# design 1

### Placement by cell class, design 1

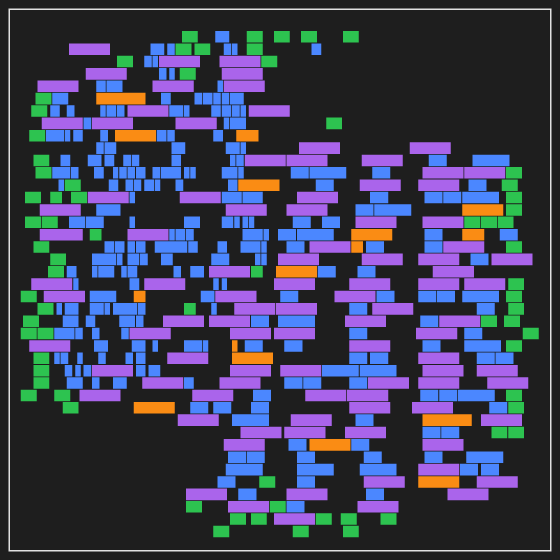

$ cat config.mk
export PLATFORM = sky130hd
export DESIGN_NAME = adc_result_reader
export DESIGN_NICKNAME = d
export VERILOG_FILES = /design/src/rtl/adc_reader_pkg.sv /design/src/rtl/adc_result_fifo.sv /design/src/rtl/adc_result_reader.sv
export SDC_FILE = /design/constraint.sdc
export NUM_CORES = 1
export LEC_CHECK = 0
export CORE_MARGIN = 2
export CORE_UTILIZATION = 35
export DETAILED_ROUTE_END_ITERATION = 6
export PLACE_DENSITY = 0.59
export SYNTH_ARGS = -nofsm -noshare
export SYNTH_HDL_FRONTEND = slang
export SYNTH_SLANG_ARGS = --single-unit
$ cat constraint.sdc
create_clock -name clk_dig_in -period 9.1 [get_ports clk_dig_in]
set_input_delay 1.82 -clock clk_dig_in [delete_from_list [all_inputs] [get_ports clk_dig_in]]
set_output_delay 1.82 -clock clk_dig_in [all_outputs]
set_load 0.05 [all_outputs]
$ cat src/rtl/adc_reader_pkg.sv
// Shared widths and helpers for the ADC result reader.
package adc_reader_pkg;

    localparam int DATA_W_DEF = 16;
    localparam int DROP_W_DEF = 8;
    localparam logic [DROP_W_DEF-1:0] DROP_MAX = '1;

    function automatic int clog2(input int n);
        int r;
        r = 0;
        while ((1 << r) < n) r++;
        return r;
    endfunction

endpackage

$ cat src/rtl/adc_result_fifo.sv
// DEPTH x DATA_W result FIFO: head is read straight from storage, level kept as an explicit counter.
module adc_result_fifo
    import adc_reader_pkg::*;
#(
    parameter int DEPTH  = 4,
    parameter int DATA_W = DATA_W_DEF,
    localparam int PW    = clog2(DEPTH),
    localparam int LW    = clog2(DEPTH + 1)
) (
    input  logic              clk_i,
    input  logic              rst_i,
    input  logic              clr_i,
    input  logic              push_i,
    input  logic              pop_i,
    input  logic [DATA_W-1:0] wdata_i,
    output logic [DATA_W-1:0] rdata_o,
    output logic [LW-1:0]     level_o,
    output logic              full_o,
    output logic              empty_o
);

    logic [DATA_W-1:0] mem_q [DEPTH];
    logic [PW-1:0]     wr_ptr_q, rd_ptr_q;
    logic [LW-1:0]     level_q, level_d;
    logic              do_push, do_pop;

    assign empty_o = (level_q == '0);
    assign full_o  = (level_q == LW'(DEPTH));
    assign do_pop  = pop_i && !empty_o;
    // A pop frees the slot the write lands in, so a full FIFO still accepts.
    assign do_push = push_i && (!full_o || do_pop);

    always_comb begin
        level_d = level_q;
        case ({do_push, do_pop})
            2'b10:   level_d = level_q + 1'b1;
            2'b01:   level_d = level_q - 1'b1;
            default: level_d = level_q;
        endcase
    end

    always_ff @(posedge clk_i or posedge rst_i) begin
        if (rst_i) begin
            for (int i = 0; i < DEPTH; i++) mem_q[i] <= '0;
            wr_ptr_q <= '0;
            rd_ptr_q <= '0;
            level_q  <= '0;
        end else if (clr_i) begin
            wr_ptr_q <= '0;
            rd_ptr_q <= '0;
            level_q  <= '0;
        end else begin
            if (do_push) begin
                mem_q[wr_ptr_q] <= wdata_i;
                wr_ptr_q        <= wr_ptr_q + 1'b1;
            end
            if (do_pop) rd_ptr_q <= rd_ptr_q + 1'b1;
            level_q <= level_d;
        end
    end

    assign rdata_o = mem_q[rd_ptr_q];
    assign level_o = level_q;

endmodule

$ cat src/rtl/adc_result_reader.sv
// Captures ADC results on conv_finished rising edges into a FIFO with drop accounting.
// Define ADC_RESULT_READER_SYNC_EN to put a 2-flop synchronizer on conv_finished_in.
module adc_result_reader
    import adc_reader_pkg::*;
#(
    parameter int DEPTH  = 4,
    parameter int DATA_W = DATA_W_DEF,
    parameter int DROP_W = DROP_W_DEF,
    localparam int LW    = clog2(DEPTH + 1)
) (
    input  logic              clk_dig_in,
    input  logic              rst_in,
    input  logic              enable_in,
    input  logic              clear_in,
    input  logic [DATA_W-1:0] result_in,
    input  logic              conv_finished_in,
    output logic [DATA_W-1:0] data_out,
    output logic              valid_out,
    input  logic              ready_in,
    output logic [LW-1:0]     level_out,
    output logic              overflow_out,
    output logic [DROP_W-1:0] drop_cnt_out,
    output logic [15:0]       sample_cnt_out
);

    logic cf_s, cf_prev_q, edge_det;
    logic push_req, pop, full, empty, accept, drop;
    logic              ovf_q, ovf_d;
    logic [DROP_W-1:0] drop_q, drop_d;
    logic [15:0]       smp_q, smp_d;

`ifdef ADC_RESULT_READER_SYNC_EN
    logic [1:0] sync_q;
    always_ff @(posedge clk_dig_in or posedge rst_in) begin
        if (rst_in) sync_q <= 2'b11;
        else        sync_q <= {sync_q[0], conv_finished_in};
    end
    assign cf_s = sync_q[1];
`else
    assign cf_s = conv_finished_in;
`endif

    // History resets high so a level already asserted at reset release is not an edge.
    always_ff @(posedge clk_dig_in or posedge rst_in) begin
        if (rst_in) cf_prev_q <= 1'b1;
        else        cf_prev_q <= cf_s;
    end

    assign edge_det = cf_s & ~cf_prev_q;
    assign push_req = edge_det & enable_in & ~clear_in;
    assign pop      = ~empty & ready_in;
    assign accept   = push_req & (~full | pop);
    assign drop     = push_req & full & ~pop;

    adc_result_fifo #(.DEPTH(DEPTH), .DATA_W(DATA_W)) u_fifo (
        .clk_i   (clk_dig_in),
        .rst_i   (rst_in),
        .clr_i   (clear_in),
        .push_i  (push_req),
        .pop_i   (pop),
        .wdata_i (result_in),
        .rdata_o (data_out),
        .level_o (level_out),
        .full_o  (full),
        .empty_o (empty)
    );

    always_comb begin
        ovf_d  = ovf_q;
        drop_d = drop_q;
        smp_d  = smp_q;
        if (clear_in) begin
            ovf_d  = 1'b0;
            drop_d = '0;
            smp_d  = '0;
        end else begin
            if (accept) smp_d = smp_q + 16'd1;
            if (drop) begin
                ovf_d = 1'b1;
                if (drop_q != '1) drop_d = drop_q + 1'b1;
            end
        end
    end

    always_ff @(posedge clk_dig_in or posedge rst_in) begin
        if (rst_in) begin
            ovf_q  <= 1'b0;
            drop_q <= '0;
            smp_q  <= '0;
        end else begin
            ovf_q  <= ovf_d;
            drop_q <= drop_d;
            smp_q  <= smp_d;
        end
    end

    assign valid_out      = ~empty;
    assign overflow_out   = ovf_q;
    assign drop_cnt_out   = drop_q;
    assign sample_cnt_out = smp_q;

endmodule
# design 2

$ cat src/rtl/sound_pkg.sv
// Shared types, constants and helpers for the sound arbiter and its tone
// generator: FSM state encoding, default SFX periods, amplitude base and
// millisecond-to-cycle conversion.
package sound_pkg;

   // Arbiter states; the encoding is fixed so other blocks can decode it.
   typedef enum logic [1:0] {
      ST_BGM = 2'd0,
      ST_SFX = 2'd1,
      ST_GAP = 2'd2
   } state_e;

   // Width of a tone period in clk cycles (covers the longest SFX period).
   localparam int DIV_W   = 22;
   // Width of the ms timers; wide enough for long bursts at 100 MHz.
   localparam int TIMER_W = 32;
   // Width of an audio sample.
   localparam int SAMPLE_W = 16;

   // Amplitude at volume 0 before the shift; volume n gives base << n.
   localparam logic [SAMPLE_W-1:0] AMP_BASE = 16'h0080;

   // Default SFX periods in clk cycles at 100 MHz, indexed by cur_sfx.
   localparam int unsigned SFX0_DIV_DEF = 190840;  // key found, ~524 Hz
   localparam int unsigned SFX1_DIV_DEF = 381680;  // damage, ~262 Hz
   localparam int unsigned SFX2_DIV_DEF = 95420;   // stage clear, ~1048 Hz

   // Convert a duration in ms to a number of clk cycles.
   function automatic logic [TIMER_W-1:0] ms_to_cycles(input int unsigned ms,
                                                       input int unsigned clk_hz);
      logic [63:0] prod;
      prod = (64'(ms) * 64'(clk_hz)) / 64'd1000;
      return prod[TIMER_W-1:0];
   endfunction

   // Select the period of the SFX with index idx.
   function automatic logic [DIV_W-1:0] sfx_div(input logic [1:0]       idx,
                                                input logic [DIV_W-1:0] d0,
                                                input logic [DIV_W-1:0] d1,
                                                input logic [DIV_W-1:0] d2);
      logic [DIV_W-1:0] d;
      case (idx)
         2'd0:    d = d0;
         2'd1:    d = d1;
         default: d = d2;
      endcase
      return d;
   endfunction

   // Output amplitude for a volume level; muted or level 0 means silence.
   function automatic logic [SAMPLE_W-1:0] amp_for(input logic [2:0] vol,
                                                   input logic       mute);
      logic [SAMPLE_W-1:0] a;
      if (mute || (vol == 3'd0)) begin
         a = '0;
      end else begin
         a = AMP_BASE << vol;
      end
      return a;
   endfunction

endpackage

$ cat src/rtl/tone_gen.sv
// Square-wave tone generator. A period counter runs 0..div-1 and restarts
// whenever the requested period changes; the signed sample register follows
// the counter by one cycle (+amp in the first half period, -amp in the rest).
module tone_gen
   import sound_pkg::*;
(
   input  logic                clk,
   input  logic                rst,
   input  logic [DIV_W-1:0]    div_i,
   input  logic [SAMPLE_W-1:0] amp_i,
   output logic [SAMPLE_W-1:0] sample_o
);

   logic [DIV_W-1:0]    div_q;
   logic [DIV_W-1:0]    cnt_q;
   logic [DIV_W-1:0]    cnt_d;
   logic [SAMPLE_W-1:0] sample_q;
   logic [SAMPLE_W-1:0] sample_d;
   logic                silent;

   // A period below 2 cycles cannot form a square wave, so it means rest.
   assign silent = (div_q < DIV_W'(2));

   // Next count: restart on a period change, hold at 0 when silent, else wrap.
   always_comb begin
      // NOTE: every variable written here gets a default first, so no path
      // leaves it unassigned and no latch is inferred.
      cnt_d = '0;
      if ((div_i == div_q) && !silent && (cnt_q != (div_q - DIV_W'(1)))) begin
         cnt_d = cnt_q + DIV_W'(1);
      end
   end

   // Sample from the current count: high half, low half, or silence.
   always_comb begin
      sample_d = '0;
      if (!silent && (amp_i != '0)) begin
         if (cnt_q < (div_q >> 1)) begin
            sample_d = amp_i;
         end else begin
            sample_d = (~amp_i) + SAMPLE_W'(1);
         end
      end
   end

   // Period, counter and sample registers.
   always_ff @(posedge clk or posedge rst) begin
      // NOTE: clocked state uses non-blocking assignments so every register
      // samples the pre-edge values regardless of statement order.
      if (rst) begin
         div_q    <= '0;
         cnt_q    <= '0;
         sample_q <= '0;
      end else begin
         div_q    <= div_i;
         cnt_q    <= cnt_d;
         sample_q <= sample_d;
      end
   end

   assign sample_o = sample_q;

endmodule

$ cat src/rtl/sound_arbiter.sv
// Sound arbiter: shares the single speaker channel between background music
// and three prioritised sound effects, applies volume and mute, and drives
// identical left/right samples to speaker_control.
module sound_arbiter
   import sound_pkg::*;
#(
   parameter int unsigned CLK_HZ     = 100_000_000,
   parameter int unsigned SFX_LEN_MS = 200,
   parameter int unsigned GAP_MS     = 20,
   parameter int unsigned VOL_INIT   = 3,
   parameter int unsigned SFX0_DIV   = SFX0_DIV_DEF,
   parameter int unsigned SFX1_DIV   = SFX1_DIV_DEF,
   parameter int unsigned SFX2_DIV   = SFX2_DIV_DEF
) (
   input  logic                clk,
   input  logic                rst,
   input  logic                vol_up_i,
   input  logic                vol_down_i,
   input  logic                mute_i,
   input  logic                bgm_en_i,
   input  logic [DIV_W-1:0]    bgm_div_i,
   input  logic [2:0]          sfx_req_i,
   output logic [SAMPLE_W-1:0] audio_left_o,
   output logic [SAMPLE_W-1:0] audio_right_o,
   output logic [2:0]          volume_o,
   output logic                sfx_active_o,
   output logic [1:0]          cur_sfx_o
);

   // Timer reload values: the timer counts down to 0 inclusive, so a burst of
   // N cycles loads N-1.
   localparam logic [TIMER_W-1:0] SFX_RELOAD = ms_to_cycles(SFX_LEN_MS, CLK_HZ) - TIMER_W'(1);
   localparam logic [TIMER_W-1:0] GAP_RELOAD = ms_to_cycles(GAP_MS, CLK_HZ) - TIMER_W'(1);

   localparam logic [DIV_W-1:0] SFX0_DIV_C = DIV_W'(SFX0_DIV);
   localparam logic [DIV_W-1:0] SFX1_DIV_C = DIV_W'(SFX1_DIV);
   localparam logic [DIV_W-1:0] SFX2_DIV_C = DIV_W'(SFX2_DIV);
   localparam logic [2:0]       VOL_RESET  = 3'(VOL_INIT);

   state_e              state_q;
   state_e              state_d;
   logic [TIMER_W-1:0]  timer_q;
   logic [TIMER_W-1:0]  timer_d;
   logic [1:0]          cur_sfx_q;
   logic [1:0]          cur_sfx_d;
   logic                sfx_active_q;
   logic [2:0]          volume_q;
   logic [2:0]          volume_d;

   logic                req_any;
   logic [1:0]          req_idx;
   logic [DIV_W-1:0]    active_div;
   logic [SAMPLE_W-1:0] amp;
   logic [SAMPLE_W-1:0] sample;

   // Highest requested SFX index; bit 2 wins over bit 1 over bit 0.
   assign req_any = |sfx_req_i;
   assign req_idx = sfx_req_i[2] ? 2'd2 : (sfx_req_i[1] ? 2'd1 : 2'd0);

   // Saturating volume step; simultaneous up and down cancel.
   always_comb begin
      volume_d = volume_q;
      if (vol_up_i && !vol_down_i && (volume_q != 3'd7)) begin
         volume_d = volume_q + 3'd1;
      end else if (vol_down_i && !vol_up_i && (volume_q != 3'd0)) begin
         volume_d = volume_q - 3'd1;
      end
   end

   // Arbitration FSM: BGM until a request, SFX burst with preempt/retrigger,
   // then a short silent gap before music resumes.
   always_comb begin
      state_d   = state_q;
      timer_d   = timer_q;
      cur_sfx_d = cur_sfx_q;
      case (state_q)
         ST_BGM: begin
            if (req_any) begin
               state_d   = ST_SFX;
               cur_sfx_d = req_idx;
               timer_d   = SFX_RELOAD;
            end
         end
         ST_SFX: begin
            // An equal index retriggers, a higher one preempts, a lower one
            // is dropped and the burst continues.
            if (req_any && (req_idx >= cur_sfx_q)) begin
               cur_sfx_d = req_idx;
               timer_d   = SFX_RELOAD;
            end else if (timer_q == '0) begin
               state_d = ST_GAP;
               timer_d = GAP_RELOAD;
            end else begin
               timer_d = timer_q - TIMER_W'(1);
            end
         end
         ST_GAP: begin
            if (req_any) begin
               state_d   = ST_SFX;
               cur_sfx_d = req_idx;
               timer_d   = SFX_RELOAD;
            end else if (timer_q == '0) begin
               state_d = ST_BGM;
            end else begin
               timer_d = timer_q - TIMER_W'(1);
            end
         end
         default: begin
            state_d = ST_BGM;
            timer_d = '0;
         end
      endcase
   end

   // Period of whatever currently owns the channel; 0 means silence.
   always_comb begin
      active_div = '0;
      case (state_q)
         ST_BGM:  active_div = bgm_en_i ? bgm_div_i : '0;
         ST_SFX:  active_div = sfx_div(cur_sfx_q, SFX0_DIV_C, SFX1_DIV_C, SFX2_DIV_C);
         default: active_div = '0;
      endcase
   end

   // Arbiter state, timer, SFX index, activity flag and volume registers.
   always_ff @(posedge clk or posedge rst) begin
      if (rst) begin
         state_q      <= ST_BGM;
         timer_q      <= '0;
         cur_sfx_q    <= 2'd0;
         sfx_active_q <= 1'b0;
         volume_q     <= VOL_RESET;
      end else begin
         state_q      <= state_d;
         timer_q      <= timer_d;
         cur_sfx_q    <= cur_sfx_d;
         sfx_active_q <= (state_d == ST_SFX);
         volume_q     <= volume_d;
      end
   end

   // Mute silences the output without touching the stored volume.
   assign amp = amp_for(volume_q, mute_i);

   tone_gen u_tone_gen (
      .clk      (clk),
      .rst      (rst),
      .div_i    (active_div),
      .amp_i    (amp),
      .sample_o (sample)
   );

   assign audio_left_o  = sample;
   assign audio_right_o = sample;
   assign volume_o      = volume_q;
   assign sfx_active_o  = sfx_active_q;
   assign cur_sfx_o     = cur_sfx_q;

endmodule

$ cat config.mk
export PLATFORM = sky130hd
export DESIGN_NAME = sound_arbiter
export DESIGN_NICKNAME = d
export VERILOG_FILES = /design/src/rtl/sound_pkg.sv /design/src/rtl/tone_gen.sv /design/src/rtl/sound_arbiter.sv
export SDC_FILE = /design/constraint.sdc
export NUM_CORES = 1
export LEC_CHECK = 0
export CORE_ASPECT_RATIO = 0.7
export CORE_MARGIN = 1
export CORE_UTILIZATION = 60
export CTS_CLUSTER_DIAMETER = 50
export CTS_CLUSTER_SIZE = 14
export DETAILED_ROUTE_END_ITERATION = 10
export HOLD_SLACK_MARGIN = 0.05
export PLACE_DENSITY = 0.95
export SYNTH_ARGS = -nofsm -noshare
export SYNTH_HDL_FRONTEND = slang
export SYNTH_SLANG_ARGS = --single-unit
$ cat constraint.sdc
create_clock -name clk -period 7.92 [get_ports clk]
set_clock_uncertainty 0.1 [all_clocks]
set_input_delay 1.584 -clock clk [delete_from_list [all_inputs] [get_ports clk]]
set_output_delay 1.584 -clock clk [all_outputs]
set_load 0.1 [all_outputs]
# design 3

[src/rtl/mux_select_scheduler_if.sv]
// Handshake bundle between the line-buffer window, the mux-select scheduler
// and the selection/compute stages downstream.
`timescale 1ns/1ps
interface mux_select_scheduler_if #(
    parameter int SEL_W = 1
);
    logic             window_valid;
    logic             window_ready;
    logic             mux_enable;
    logic [SEL_W-1:0] mux_select;
    logic             out_valid;
    logic             out_last;
    logic             out_ready;

    modport master (
        input  window_valid,
        input  out_ready,
        output window_ready,
        output mux_enable,
        output mux_select,
        output out_valid,
        output out_last
    );

    modport slave (
        output window_valid,
        output out_ready,
        input  window_ready,
        input  mux_enable,
        input  mux_select,
        input  out_valid,
        input  out_last
    );
endinterface

[src/rtl/mux_select_scheduler.sv]
// Issues the NUM_INPUT feature-map groups of each sliding window to the selection stage.
// Optional MUX_SCHED_WIN_CNT_EN adds a 16-bit count of completed windows (win_count).
`timescale 1ns/1ps
module mux_select_scheduler #(
    parameter int Nin       = 3,
    parameter int Pin       = 2,
    parameter int NUM_INPUT = (Nin + Pin - 1) / Pin
) (
    input  logic                  clk,
    input  logic                  rst,
    mux_select_scheduler_if.master bus
`ifdef MUX_SCHED_WIN_CNT_EN
    ,
    output logic [15:0]           win_count
`endif
);

  localparam int SEL_W = (NUM_INPUT > 1) ? $clog2(NUM_INPUT) : 1;

  typedef enum logic {IDLE, ISSUE} state_t;

  state_t           state_reg;
  logic [SEL_W-1:0] grp_reg;
  logic             out_valid_reg;
  logic             out_last_reg;

  logic slot_free;
  logic grp_last;
  logic mux_enable_c;
  logic window_ready_c;

  // At grp 0 a new window is being entered, so issue only while one is presented.
  always_comb begin
    slot_free      = !out_valid_reg || bus.out_ready;
    grp_last       = (grp_reg == SEL_W'(NUM_INPUT - 1));
    mux_enable_c   = !rst && (state_reg == ISSUE) && slot_free &&
                     ((grp_reg != '0) || bus.window_valid);
    window_ready_c = mux_enable_c && grp_last;
  end

  always_ff @(posedge clk) begin
    if (rst) begin
      state_reg     <= IDLE;
      grp_reg       <= '0;
      out_valid_reg <= 1'b0;
      out_last_reg  <= 1'b0;
    end else begin
      case (state_reg)
        IDLE: begin
          grp_reg <= '0;
          if (bus.window_valid) begin
            state_reg <= ISSUE;
          end
        end
        ISSUE: begin
          if (mux_enable_c) begin
            grp_reg <= grp_last ? '0 : grp_reg + SEL_W'(1);
          end else if ((grp_reg == '0) && !bus.window_valid) begin
            state_reg <= IDLE;
          end
        end
        default: state_reg <= IDLE;
      endcase

      if (mux_enable_c) begin
        out_valid_reg <= 1'b1;
        out_last_reg  <= grp_last;
      end else if (bus.out_ready) begin
        out_valid_reg <= 1'b0;
        out_last_reg  <= 1'b0;
      end
    end
  end

  assign bus.mux_enable   = mux_enable_c;
  assign bus.window_ready = window_ready_c;
  assign bus.out_valid    = out_valid_reg;
  assign bus.out_last     = out_last_reg;

  generate
    if (NUM_INPUT == 1) begin : g_single_group
      assign bus.mux_select = '0;
    end else begin : g_multi_group
      assign bus.mux_select = rst ? '0 : grp_reg;
    end
  endgenerate

`ifdef MUX_SCHED_WIN_CNT_EN
  logic [15:0] win_count_reg;

  always_ff @(posedge clk) begin
    if (rst) begin
      win_count_reg <= '0;
    end else if (window_ready_c) begin
      win_count_reg <= win_count_reg + 16'd1;
    end
  end

  assign win_count = win_count_reg;
`endif

endmodule

[src/flat_wrapper.sv]
// flat-port wrapper written by rule: the top's interface ports become plain ports
module mux_select_scheduler_flat 
#(
    parameter int Nin       = 3,
    parameter int Pin       = 2,
    parameter int NUM_INPUT = (Nin + Pin - 1) / Pin
)
  (clk, rst, bus_window_valid, bus_out_ready, bus_window_ready, bus_mux_enable, bus_mux_select, bus_out_valid, bus_out_last);
  mux_select_scheduler_if #(.SEL_W(1)) bus_i ();
  input  logic clk;
  input  logic rst;
  input wire logic [$bits(bus_i.window_valid)-1:0] bus_window_valid;
  input wire logic [$bits(bus_i.out_ready)-1:0] bus_out_ready;
  output wire logic [$bits(bus_i.window_ready)-1:0] bus_window_ready;
  output wire logic [$bits(bus_i.mux_enable)-1:0] bus_mux_enable;
  output wire logic [$bits(bus_i.mux_select)-1:0] bus_mux_select;
  output wire logic [$bits(bus_i.out_valid)-1:0] bus_out_valid;
  output wire logic [$bits(bus_i.out_last)-1:0] bus_out_last;
  assign bus_i.window_valid = bus_window_valid;
  assign bus_i.out_ready = bus_out_ready;
  assign bus_window_ready = bus_i.window_ready;
  assign bus_mux_enable = bus_i.mux_enable;
  assign bus_mux_select = bus_i.mux_select;
  assign bus_out_valid = bus_i.out_valid;
  assign bus_out_last = bus_i.out_last;
  mux_select_scheduler #(.Nin(Nin), .Pin(Pin), .NUM_INPUT(NUM_INPUT)) u_core (.clk(clk), .rst(rst), .bus(bus_i));
endmodule
[config.mk]
export PLATFORM = sky130hd
export DESIGN_NAME = mux_select_scheduler_flat
export DESIGN_NICKNAME = d
export VERILOG_FILES = /design/src/rtl/mux_select_scheduler_if.sv /design/src/rtl/mux_select_scheduler.sv /design/src/flat_wrapper.sv
export SDC_FILE = /design/constraint.sdc
export NUM_CORES = 1
export LEC_CHECK = 0
export CAP_MARGIN = 20
export CORE_AREA = 3 3 40 42
export DETAILED_ROUTE_END_ITERATION = 8
export DIE_AREA = 0 0 43 45
export PLACE_DENSITY_LB_ADDON = 0.12
export SYNTH_ARGS = -nofsm -noshare
export SYNTH_HDL_FRONTEND = slang
export SYNTH_SLANG_ARGS = --single-unit
[constraint.sdc]
create_clock -name clk -period 1.02 [get_ports clk]
set_input_delay 0.153 -clock clk [delete_from_list [all_inputs] [get_ports clk]]
set_output_delay 0.153 -clock clk [all_outputs]
set_load 0.02 [all_outputs]
# design 4

===== config.mk =====
export PLATFORM = sky130hd
export DESIGN_NAME = ctrl_agen
export DESIGN_NICKNAME = d
export VERILOG_FILES = /design/src/rtl/ctrl_agen_pkg.sv /design/src/rtl/ctrl_ring_dec.sv /design/src/rtl/ctrl_agen.sv
export SDC_FILE = /design/constraint.sdc
export NUM_CORES = 1
export LEC_CHECK = 0
export CAP_MARGIN = 40
export CORE_MARGIN = 1
export CORE_UTILIZATION = 53
export DETAILED_ROUTE_END_ITERATION = 8
export PLACE_DENSITY = 0.79
export SETUP_SLACK_MARGIN = 0.1
export SLEW_MARGIN = 10
export SYNTH_ARGS = -nofsm -noshare
export SYNTH_HDL_FRONTEND = slang
export SYNTH_HIERARCHICAL = 1
export SYNTH_SLANG_ARGS = --single-unit

===== constraint.sdc =====
create_clock -name clk -period 3.5 [get_ports clk]
set_input_delay 0.7 -clock clk [delete_from_list [all_inputs] [get_ports clk]]
set_output_delay 0.7 -clock clk [all_outputs]
set_load 0.02 [all_outputs]

===== src/rtl/ctrl_agen_pkg.sv =====
`default_nettype none
// ctrl_agen_pkg: controller-wide field widths and state encodings (rev 1.0)
package ctrl_agen_pkg;

  localparam int VIDWIDTH_DEF = 5;
  localparam int RFAWIDTH_DEF = 5;
  localparam int DAWIDTH_DEF  = 12;

  // Allocation instruction: two flags, vector id, two reg addrs, four pointers.
  localparam int ALLOC_INSTR_WIDTH = 2 + VIDWIDTH_DEF + 2 * RFAWIDTH_DEF + 4 * DAWIDTH_DEF;

  localparam logic [1:0] STATE_IDLE = 2'd0;
  localparam logic [1:0] STATE_RUN  = 2'd1;
  localparam logic [1:0] STATE_DONE = 2'd2;

  typedef enum logic [1:0] {
    S_IDLE = STATE_IDLE,
    S_RUN  = STATE_RUN,
    S_DONE = STATE_DONE
  } agen_state_e;

endpackage
`default_nettype wire


===== src/rtl/ctrl_ring_dec.sv =====
`default_nettype none
// ctrl_ring_dec: ring-buffer pointer decrement, lptr wraps to uptr (rev 1.0)
module ctrl_ring_dec #(
  parameter int DAWIDTH = 12
) (
  input  logic [DAWIDTH-1:0] addr,
  input  logic [DAWIDTH-1:0] lptr,
  input  logic [DAWIDTH-1:0] uptr,
  output logic [DAWIDTH-1:0] next_addr
);

  localparam logic [DAWIDTH-1:0] ADDR_ONE = {{(DAWIDTH-1){1'b0}}, 1'b1};

  assign next_addr = (addr == lptr) ? uptr : (addr - ADDR_ONE);

endmodule
`default_nettype wire


===== src/rtl/ctrl_agen.sv =====
`default_nettype none
// ctrl_agen: walks a data ring segment and coefficient array, one pair per MAC cycle (rev 1.0)
module ctrl_agen
  import ctrl_agen_pkg::*;
#(
  parameter int VIDWIDTH = VIDWIDTH_DEF,
  parameter int RFAWIDTH = RFAWIDTH_DEF,
  parameter int DAWIDTH  = DAWIDTH_DEF
) (
  input  logic                clk,
  input  logic                rst,
  input  logic                start,
  input  logic                lstg_f,
  input  logic                upse_f,
  input  logic [VIDWIDTH-1:0] vector_id,
  input  logic [RFAWIDTH-1:0] result_reg,
  input  logic [RFAWIDTH-1:0] error_reg,
  input  logic [DAWIDTH-1:0]  data_uptr,
  input  logic [DAWIDTH-1:0]  data_lptr,
  input  logic [DAWIDTH-1:0]  data_head,
  input  logic [DAWIDTH-1:0]  coef_ptr,
  input  logic                addr_ready,
  output logic                busy,
  output logic                addr_valid,
  output logic [DAWIDTH-1:0]  data_addr,
  output logic [DAWIDTH-1:0]  coef_addr,
  output logic                tap_first,
  output logic                tap_last,
  output logic                done,
  output logic                cfg_err,
  output logic                o_lstg_f,
  output logic                o_upse_f,
  output logic [VIDWIDTH-1:0] o_vector_id,
  output logic [RFAWIDTH-1:0] o_result_reg,
  output logic [RFAWIDTH-1:0] o_error_reg
);

  localparam logic [DAWIDTH:0]   REM_ONE  = {{DAWIDTH{1'b0}}, 1'b1};
  localparam logic [DAWIDTH-1:0] ADDR_ONE = {{(DAWIDTH-1){1'b0}}, 1'b1};

  agen_state_e        state, state_next;
  logic [DAWIDTH:0]   remaining, rem_next;
  logic [DAWIDTH-1:0] lptr_q, uptr_q, lptr_next, uptr_next;
  logic [DAWIDTH-1:0] daddr_next, caddr_next, dec_addr;
  logic [DAWIDTH:0]   tap_count;
  logic               err_q, err_next, first_next, capture, illegal;

  ctrl_ring_dec #(.DAWIDTH(DAWIDTH)) u_ring_dec (
    .addr      (data_addr),
    .lptr      (lptr_q),
    .uptr      (uptr_q),
    .next_addr (dec_addr)
  );

  // Extra bit lets the full address space (N = 2^DAWIDTH) be represented.
  assign tap_count = {1'b0, data_uptr} - {1'b0, data_lptr} + REM_ONE;
  assign illegal   = (data_lptr > data_uptr) || (data_head < data_lptr) ||
                     (data_head > data_uptr);

  always_comb begin
    state_next = state;
    rem_next   = remaining;
    daddr_next = data_addr;
    caddr_next = coef_addr;
    lptr_next  = lptr_q;
    uptr_next  = uptr_q;
    err_next   = err_q;
    first_next = tap_first;
    capture    = 1'b0;
    case (state)
      S_IDLE: begin
        if (start) begin
          capture   = 1'b1;
          lptr_next = data_lptr;
          uptr_next = data_uptr;
          if (illegal) begin
            err_next   = 1'b1;
            state_next = S_DONE;
          end else begin
            err_next   = 1'b0;
            daddr_next = data_head;
            caddr_next = coef_ptr;
            rem_next   = tap_count;
            first_next = 1'b1;
            state_next = S_RUN;
          end
        end
      end
      S_RUN: begin
        if (addr_ready) begin
          first_next = 1'b0;
          if (remaining == REM_ONE) begin
            state_next = S_DONE;
          end else begin
            daddr_next = dec_addr;
            caddr_next = coef_addr + ADDR_ONE;
            rem_next   = remaining - REM_ONE;
          end
        end
      end
      S_DONE:  state_next = S_IDLE;
      default: state_next = S_IDLE;
    endcase
  end

  always_ff @(posedge clk or posedge rst) begin
    if (rst) begin
      state <= S_IDLE;
    end else begin
      state <= state_next;
    end
  end

  // Every output is a flop fed from next-state values, so addr_ready never reaches an output combinationally.
  always_ff @(posedge clk or posedge rst) begin
    if (rst) begin
      remaining  <= '0;
      lptr_q     <= '0;
      uptr_q     <= '0;
      err_q      <= 1'b0;
      data_addr  <= '0;
      coef_addr  <= '0;
      busy       <= 1'b0;
      addr_valid <= 1'b0;
      tap_first  <= 1'b0;
      tap_last   <= 1'b0;
      done       <= 1'b0;
      cfg_err    <= 1'b0;
    end else begin
      remaining  <= rem_next;
      lptr_q     <= lptr_next;
      uptr_q     <= uptr_next;
      err_q      <= err_next;
      data_addr  <= daddr_next;
      coef_addr  <= caddr_next;
      busy       <= (state_next != S_IDLE);
      addr_valid <= (state_next == S_RUN);
      tap_first  <= first_next && (state_next == S_RUN);
      tap_last   <= (state_next == S_RUN) && (rem_next == REM_ONE);
      done       <= (state_next == S_DONE);
      cfg_err    <= (state_next == S_DONE) && err_next;
    end
  end

  always_ff @(posedge clk or posedge rst) begin
    if (rst) begin
      o_lstg_f     <= 1'b0;
      o_upse_f     <= 1'b0;
      o_vector_id  <= '0;
      o_result_reg <= '0;
      o_error_reg  <= '0;
    end else if (capture) begin
      o_lstg_f     <= lstg_f;
      o_upse_f     <= upse_f;
      o_vector_id  <= vector_id;
      o_result_reg <= result_reg;
      o_error_reg  <= error_reg;
    end
  end

endmodule
`default_nettype wire



==> layout pictures side by side <==
Routed metal per tile.
panel A
Scale bar: 20 um. 22 x 22 tiles, from dark blue (low) to red (high), scaled to the fullest tile. Values are wire area over tile area, all layers added.
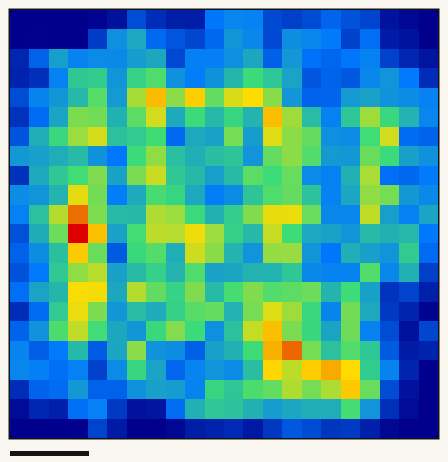
panel B
Scale bar: 20 um. 24 x 24 tiles, from dark blue (low) to red (high), scaled to the fullest tile. Values are wire area over tile area, all layers added.
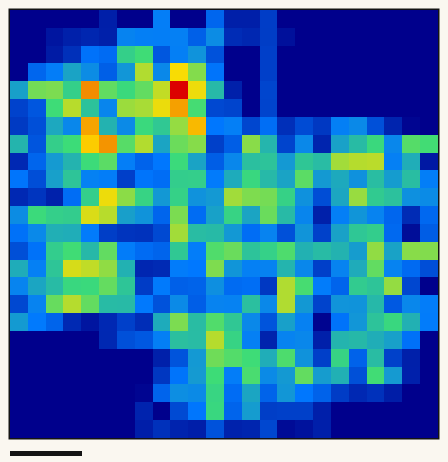
panel C
Scale bar: 50 um. 25 x 18 tiles, from dark blue (low) to red (high), scaled to the fullest tile. Values are wire area over tile area, all layers added.
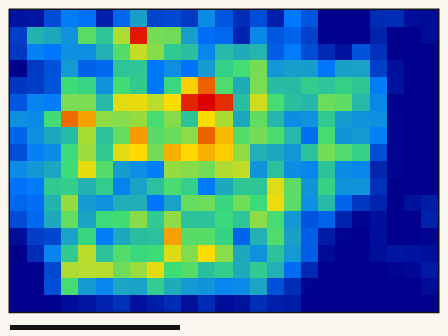
panel D
Scale bar: 10 um. 9 x 9 tiles, from dark blue (low) to red (high), scaled to the fullest tile. Values are wire area over tile area, all layers added.
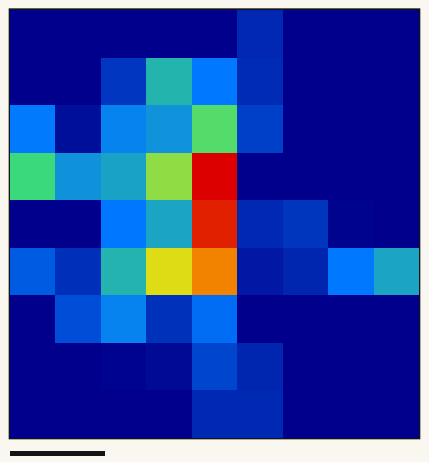
| from | picture |
|---|---|
| design 1 | panel B |
| design 3 | panel D |
| design 2 | panel C |
| design 4 | panel A |
- largest die: panel B
- smallest die: panel D

Key to panel D:
mean over tiles: 0.045
tiles over half the peak: 7.4%
fullest tile: 0.33
nearly empty tiles: 53%

### Sizing map, design 2

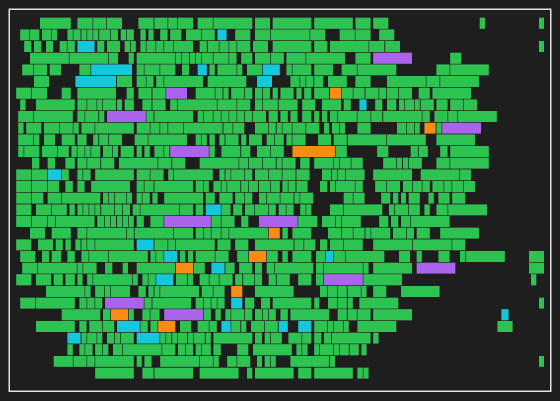
legend:
  drive 3 to 4:
    color: orange
    cells: 9
    share: 1.2%
  drive 1 or less:
    color: green
    cells: 722
    share: 94%
  drive 6 and up:
    color: purple
    cells: 11
    share: 1.4%
  drive 2:
    color: cyan
    cells: 23
    share: 3.0%
Buffers excl. clock: 57
final setup margin: 2.84 ns
cell area after layout: 0.00718 mm2
Layout area overhead: 11.3%

==> impl_metrics.tcl, design 2 <==
# collected from the flow reports
set metrics [dict create \
    status "complete, no violations" \
    antenna_found_initial 0 \
    ys_seq_share_pct 36.1 \
    core_mm2 0.0104 \
    sh_seq_area_pct 32.4 \
    hold_end "timer_q[11]" \
    lay_top_cells "91 x dfrtp_1, 62 x xnor2_1, 55 x nor2_1, 54 x clkdlybuf4s50_1, 48 x a21oi_1" \
    ys_sh_aoi_pct 15.6 \
    fmax_ghz 0.197 \
    io_buffer_count 54 \
    cp.depth 8 \
    top_area_share_pct 35.3 \
    relSlewSlack_pct 19.5 \
    finalSetupTns_ns 0 \
    largest_class "multi-input combinational cells" \
    logic_gates 557 \
    ys_sh_simple_pct 22.4 \
    rsz0062_at_grt "no" \
    setup_viol 0 \
    die.size.y_um 88.8 \
]
design 2: sequential cells by signal (all words and copies together) (netlist names):
name	cells
timer_q	32
u_tone_gen.cnt_q	22
u_tone_gen.div_q	22
u_tone_gen.sample_o	9
volume_o	3
cur_sfx_o	2
state_q	2
sfx_active_o	1
design 2: metrics by stage:
stage               setup WS (ns)  total power [W]  utilization (%)  instances
detailed placement           2.60          0.00140             66.3        881
CTS                          2.96          0.00184             69.1        897
floorplan                    3.82          0.00122                -        751
global route                 2.52          0.00194             69.1        897
finish                       2.84          0.00186             69.1        897
global placement             2.87          0.00136             66.3        881
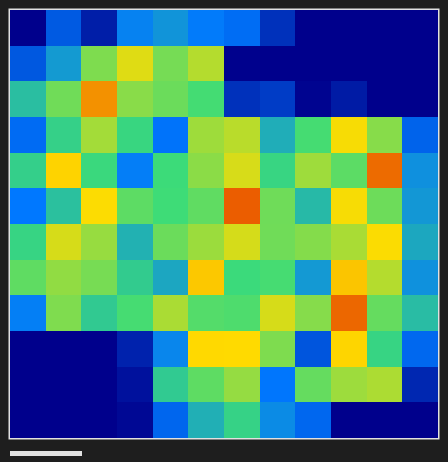
*Cell density map, design 1*
Scale bar: 20 um. 12 x 12 tiles, from dark blue (low) to red (high), 0 to 100% covered.
fullest tile: 89%
tiles over 75% full: 6.9%
nearly empty tiles: 19%

Notes on 'Placement by cell class' of design 1 above:
legend:
  flip-flops:
    color: purple
    cells: 97
    share_of_their_area: 44%
  other buffers and delay cells:
    color: green
    cells: 70
    share_of_their_area: 12%
  all other logic:
    color: blue
    cells: 237
    share_of_their_area: 38%
  clock drivers and dummy loads:
    color: orange
    cells: 16
    share_of_their_area: 6.0%

==> impl_metrics.tcl, design 1 <==
# collected from the flow reports
set metrics [dict create \
    r2r_start "cf_prev_q" \
    ys_sh_aoi_pct 4.69 \
    hold_path.startpoint "u_fifo.mem_q[20]" \
    hold_ws_ns 0.502 \
    worstSetupStartpointType "input port" \
    nonClkBufAreaFrac_pct 12.0 \
    final_cell_area_mm2 0.00577 \
    cts_buffer_depth 2 \
    most_common_cell "dfrtp_1" \
    rsz0062_at_grt "no" \
    relSlewSlack_pct 40.1 \
    top_cells_by_count "96 x dfrtp_1, 67 x mux2_2, 19 x nand2_1" \
    path_max_fanout 34 \
    finalSetupTns_ns 0 \
    synthCells 350 \
    period_used_pct 49.0 \
    power.internal_w 0.000843 \
    hp-class "flip-flop to flip-flop" \
    maxCapViolCount 0 \
    grt_usage_pct 14.9 \
    edf_count 0 \
    synth_area_mm2 0.00461 \
    grt_pass1_vias 3193 \
    status "complete, no violations" \
    dpl.hpwl_um 6490 \
]
==> design 1: flip-flops by register name (all words and copies together), names as in the netlist <==
name             cells
cf_prev_q            1
drop_cnt_out         8
overflow_out         1
sample_cnt_out      16
u_fifo.level_o       3
u_fifo.mem_q        64
u_fifo.rd_ptr_q      2
u_fifo.wr_ptr_q      2
==> design 1: routing by layer <==
layer	routed length (um)	vias up	track usage (%)
li1	-	1414	-
met1	4630	1580	20.4
met2	4650	71	22.7
met3	421	8	4.58
met4	95	0	4.39
met5	0	-	0
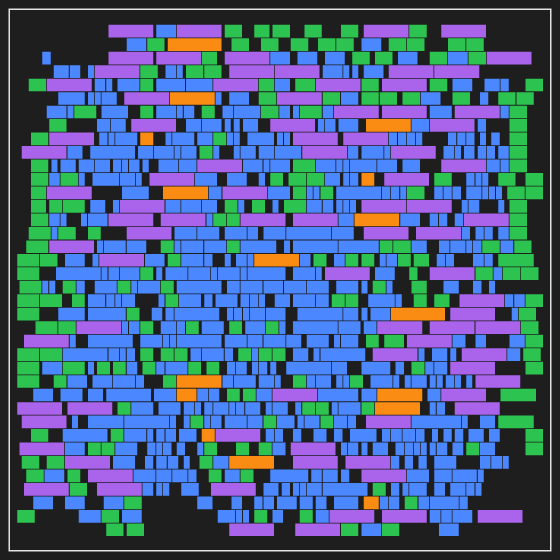
*Placement by cell class, design 4*
legend:
  clock drivers and dummy loads:
    color: orange
    cells: 16
    share_of_their_area: 3.8%
  other buffers and delay cells:
    color: green
    cells: 197
    share_of_their_area: 21%
  all other logic:
    color: blue
    cells: 522
    share_of_their_area: 49%
  flip-flops:
    color: purple
    cells: 87
    share_of_their_area: 25%

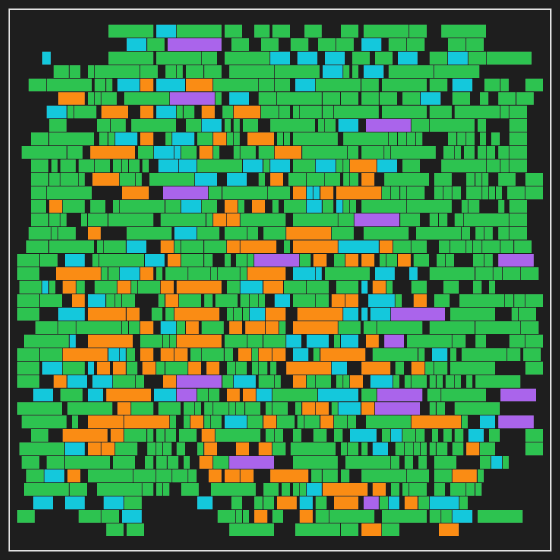
*Sizing map, design 4*
legend:
  drive 3 to 4:
    color: orange
    cells: 124
    share: 15%
  drive 6 and up:
    color: purple
    cells: 17
    share: 2.1%
  drive 1 or less:
    color: green
    cells: 581
    share: 71%
  drive 2:
    color: cyan
    cells: 100
    share: 12%

==> impl_metrics.tcl, design 4 <==
# collected from the flow reports
set metrics [dict create \
    status "complete, no violations" \
    crit_family "simple AND/OR/NAND/NOR gates" \
    layout_top_cell "dfrtp_1" \
    drt_iter0_markers 412 \
    crit_start "data_head[5]" \
    io_pins 116 \
    antenna_found_initial 0 \
    fp_util_pct 55.2 \
    buffers 197 \
    die_x_um 109 \
    ys_warn_count 6 \
    total_power_w 0.00551 \
    htreeDepth 3 \
    dpl.hpwl_um 13600 \
    setup.worst_path.end_class "flip-flop" \
    grt_util_met1_pct 38.2 \
    hold_path.startpoint "err_q" \
    drv_slew 0 \
    dp_cells 942 \
    fin_ws_ns 0.103 \
    ys_types 67 \
    ys_sh_adder_pct 13.0 \
    floorplan.nets 764 \
    final_core_util_pct 79.7 \
    maxCapViolCount 0 \
    synth_flop_count 87 \
    via_per_inst 6.01 \
    post_cts_resized 49 \
    multiInputGateArea_mm2 0.00405 \
    synth.area.top_cells "dfrtp_1 36%, ha_1 12%, mux2_2 7.8%" \
    cts_setup_buffers 2 \
    flop-count 87 \
    vdd_drop_max_v 0.000409 \
    pre_cts_ws_ns -0.615 \
    regArea_mm2 0.00218 \
    largest_reg_flops 13 \
    drt_wl_total_um 19500 \
    top_area_share_pct 35.9 \
    final_cell_area_mm2 0.00875 \
]
## design 4: metal layers
metal | vias up | share of wire (%)
li1 | 2632 | -
met5 | - | 0
met2 | 263 | 51
met1 | 2826 | 39
met4 | 0 | 4.2
met3 | 69 | 5.5
## design 4: report_power, final
| group | total (W) | switching [W] | internal (W) |
|---|---|---|---|
| sequential | 0.00187 | 0.000482 | 0.00139 |
| combinational | 0.00257 | 0.00128 | 0.00129 |
| clock | 0.00107 | 0.000435 | 0.000633 |
| total | 0.00551 | 0.00219 | 0.00331 |
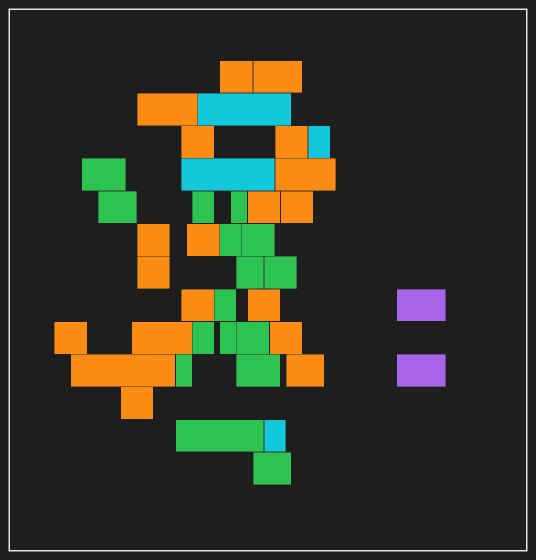
*Sizing map, design 3*
legend:
  drive 6 and up:
    color: purple
    cells: 2
    share: 4.9%
  drive 2:
    color: cyan
    cells: 4
    share: 9.8%
  drive 3 to 4:
    color: orange
    cells: 19
    share: 46%
  drive 1 or less:
    color: green
    cells: 16
    share: 39%
final setup margin: -0.177 ns
cell area after layout: 394 um2

==> impl_metrics.tcl, design 3 <==
# collected from the flow reports
set metrics [dict create \
    hp-class "input port to flip-flop" \
    ys.flop_type "dfxtp_1" \
    ys_seq_share_pct 43.0 \
    fin_skew_ns 0.00269 \
    clk-insertion-delay-late_ns 0.23 \
    setup_viol 2 \
    violations "negative setup slack" \
    power_leader "the clock network" \
    met2_length_um 296 \
    top_cells_by_count "4 x dfxtp_1, 3 x a21oi_1, 2 x nand3b_1, 2 x nor2_1" \
    inverters_excl_clock 0 \
    ys_sh_adder_pct 0 \
    relSlewSlack_pct 90.1 \
    maxCapViolCount 0 \
    highest_layer "met4" \
    die_x_um 43 \
    dr_wl_met3_um 35 \
    layout_top_cell "buf_4" \
    seq_power_share_pct 39.1 \
    multiInputGateArea_um2 131 \
    synth_flop_count 4 \
    buffers 17 \
    htreeDepth 1 \
    final_layout_size_suffix_gt1_share_pct 61.0 \
    power.internal_w 0.000337 \
    grt_pass1_vias 220 \
    cts_tree "yes" \
    ys_types 14 \
    pre_cts_ws_ns -0.751 \
    grt_pass1_wl_um 924 \
    fin_ws_ns -0.177 \
    p_clk_w 0.000187 \
    finalCriticalPeriod_ns 1.20 \
    status "finished, violations left" \
    grt_usage_pct 6.90 \
]
-- design 3: path summary, 6_finish.rpt --
path / start / endpoint / slack (ns)
hold reg to reg: u_core.bus.out_last / u_core.bus.out_last / 0.49
setup reg to reg: u_core.bus.out_valid / u_core.bus.out_last / 0.09
hold / removal: rst / u_core.state_reg / 0.37
setup / recovery: u_core.state_reg / bus_mux_enable / -0.18
-- design 3: worst register-to-register path, delay by kind of cell, from the launching register on --
kind / cells / cell delay, ns
compound gates: 1 / 0.24
buf+inv: 1 / 0.13
flops: 1 / 0.31
simple gates: 1 / 0.14


==> screenshots <==
Cell density map.
image #1
Scale bar: 50 um. 13 x 9 tiles, from dark blue (low) to red (high), 0 to 100% covered.
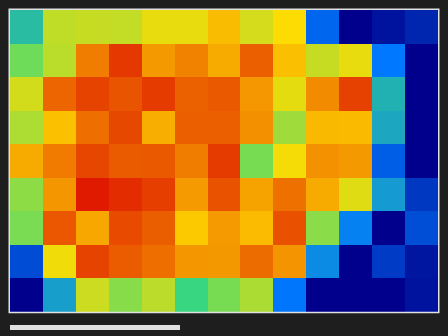
image #2
Scale bar: 10 um. 9 x 9 tiles, from dark blue (low) to red (high), 0 to 100% covered.
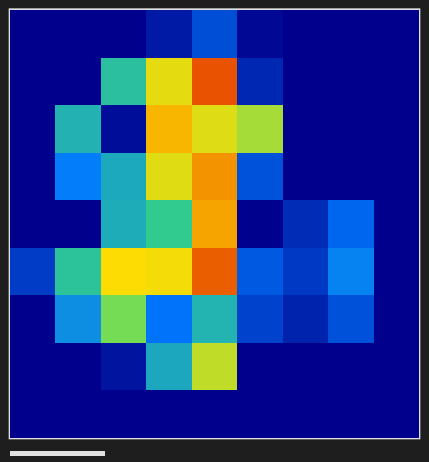
image #3
Scale bar: 20 um. 11 x 11 tiles, from dark blue (low) to red (high), 0 to 100% covered.
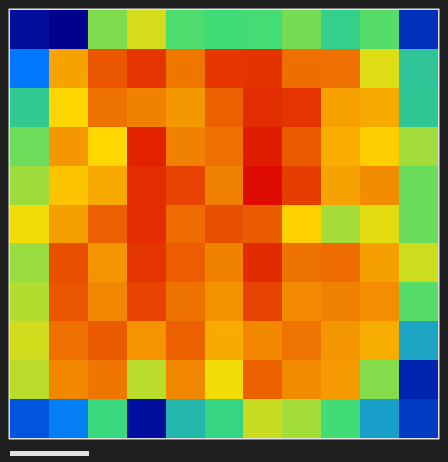
Image #1 is design 2.
Image #2 is design 3.
Image #3 is design 4.
The one with the lowest utilization is image #2.
The one with the smallest die is image #2.

No activity file was given, so power comes from the tool's default toggle rates.
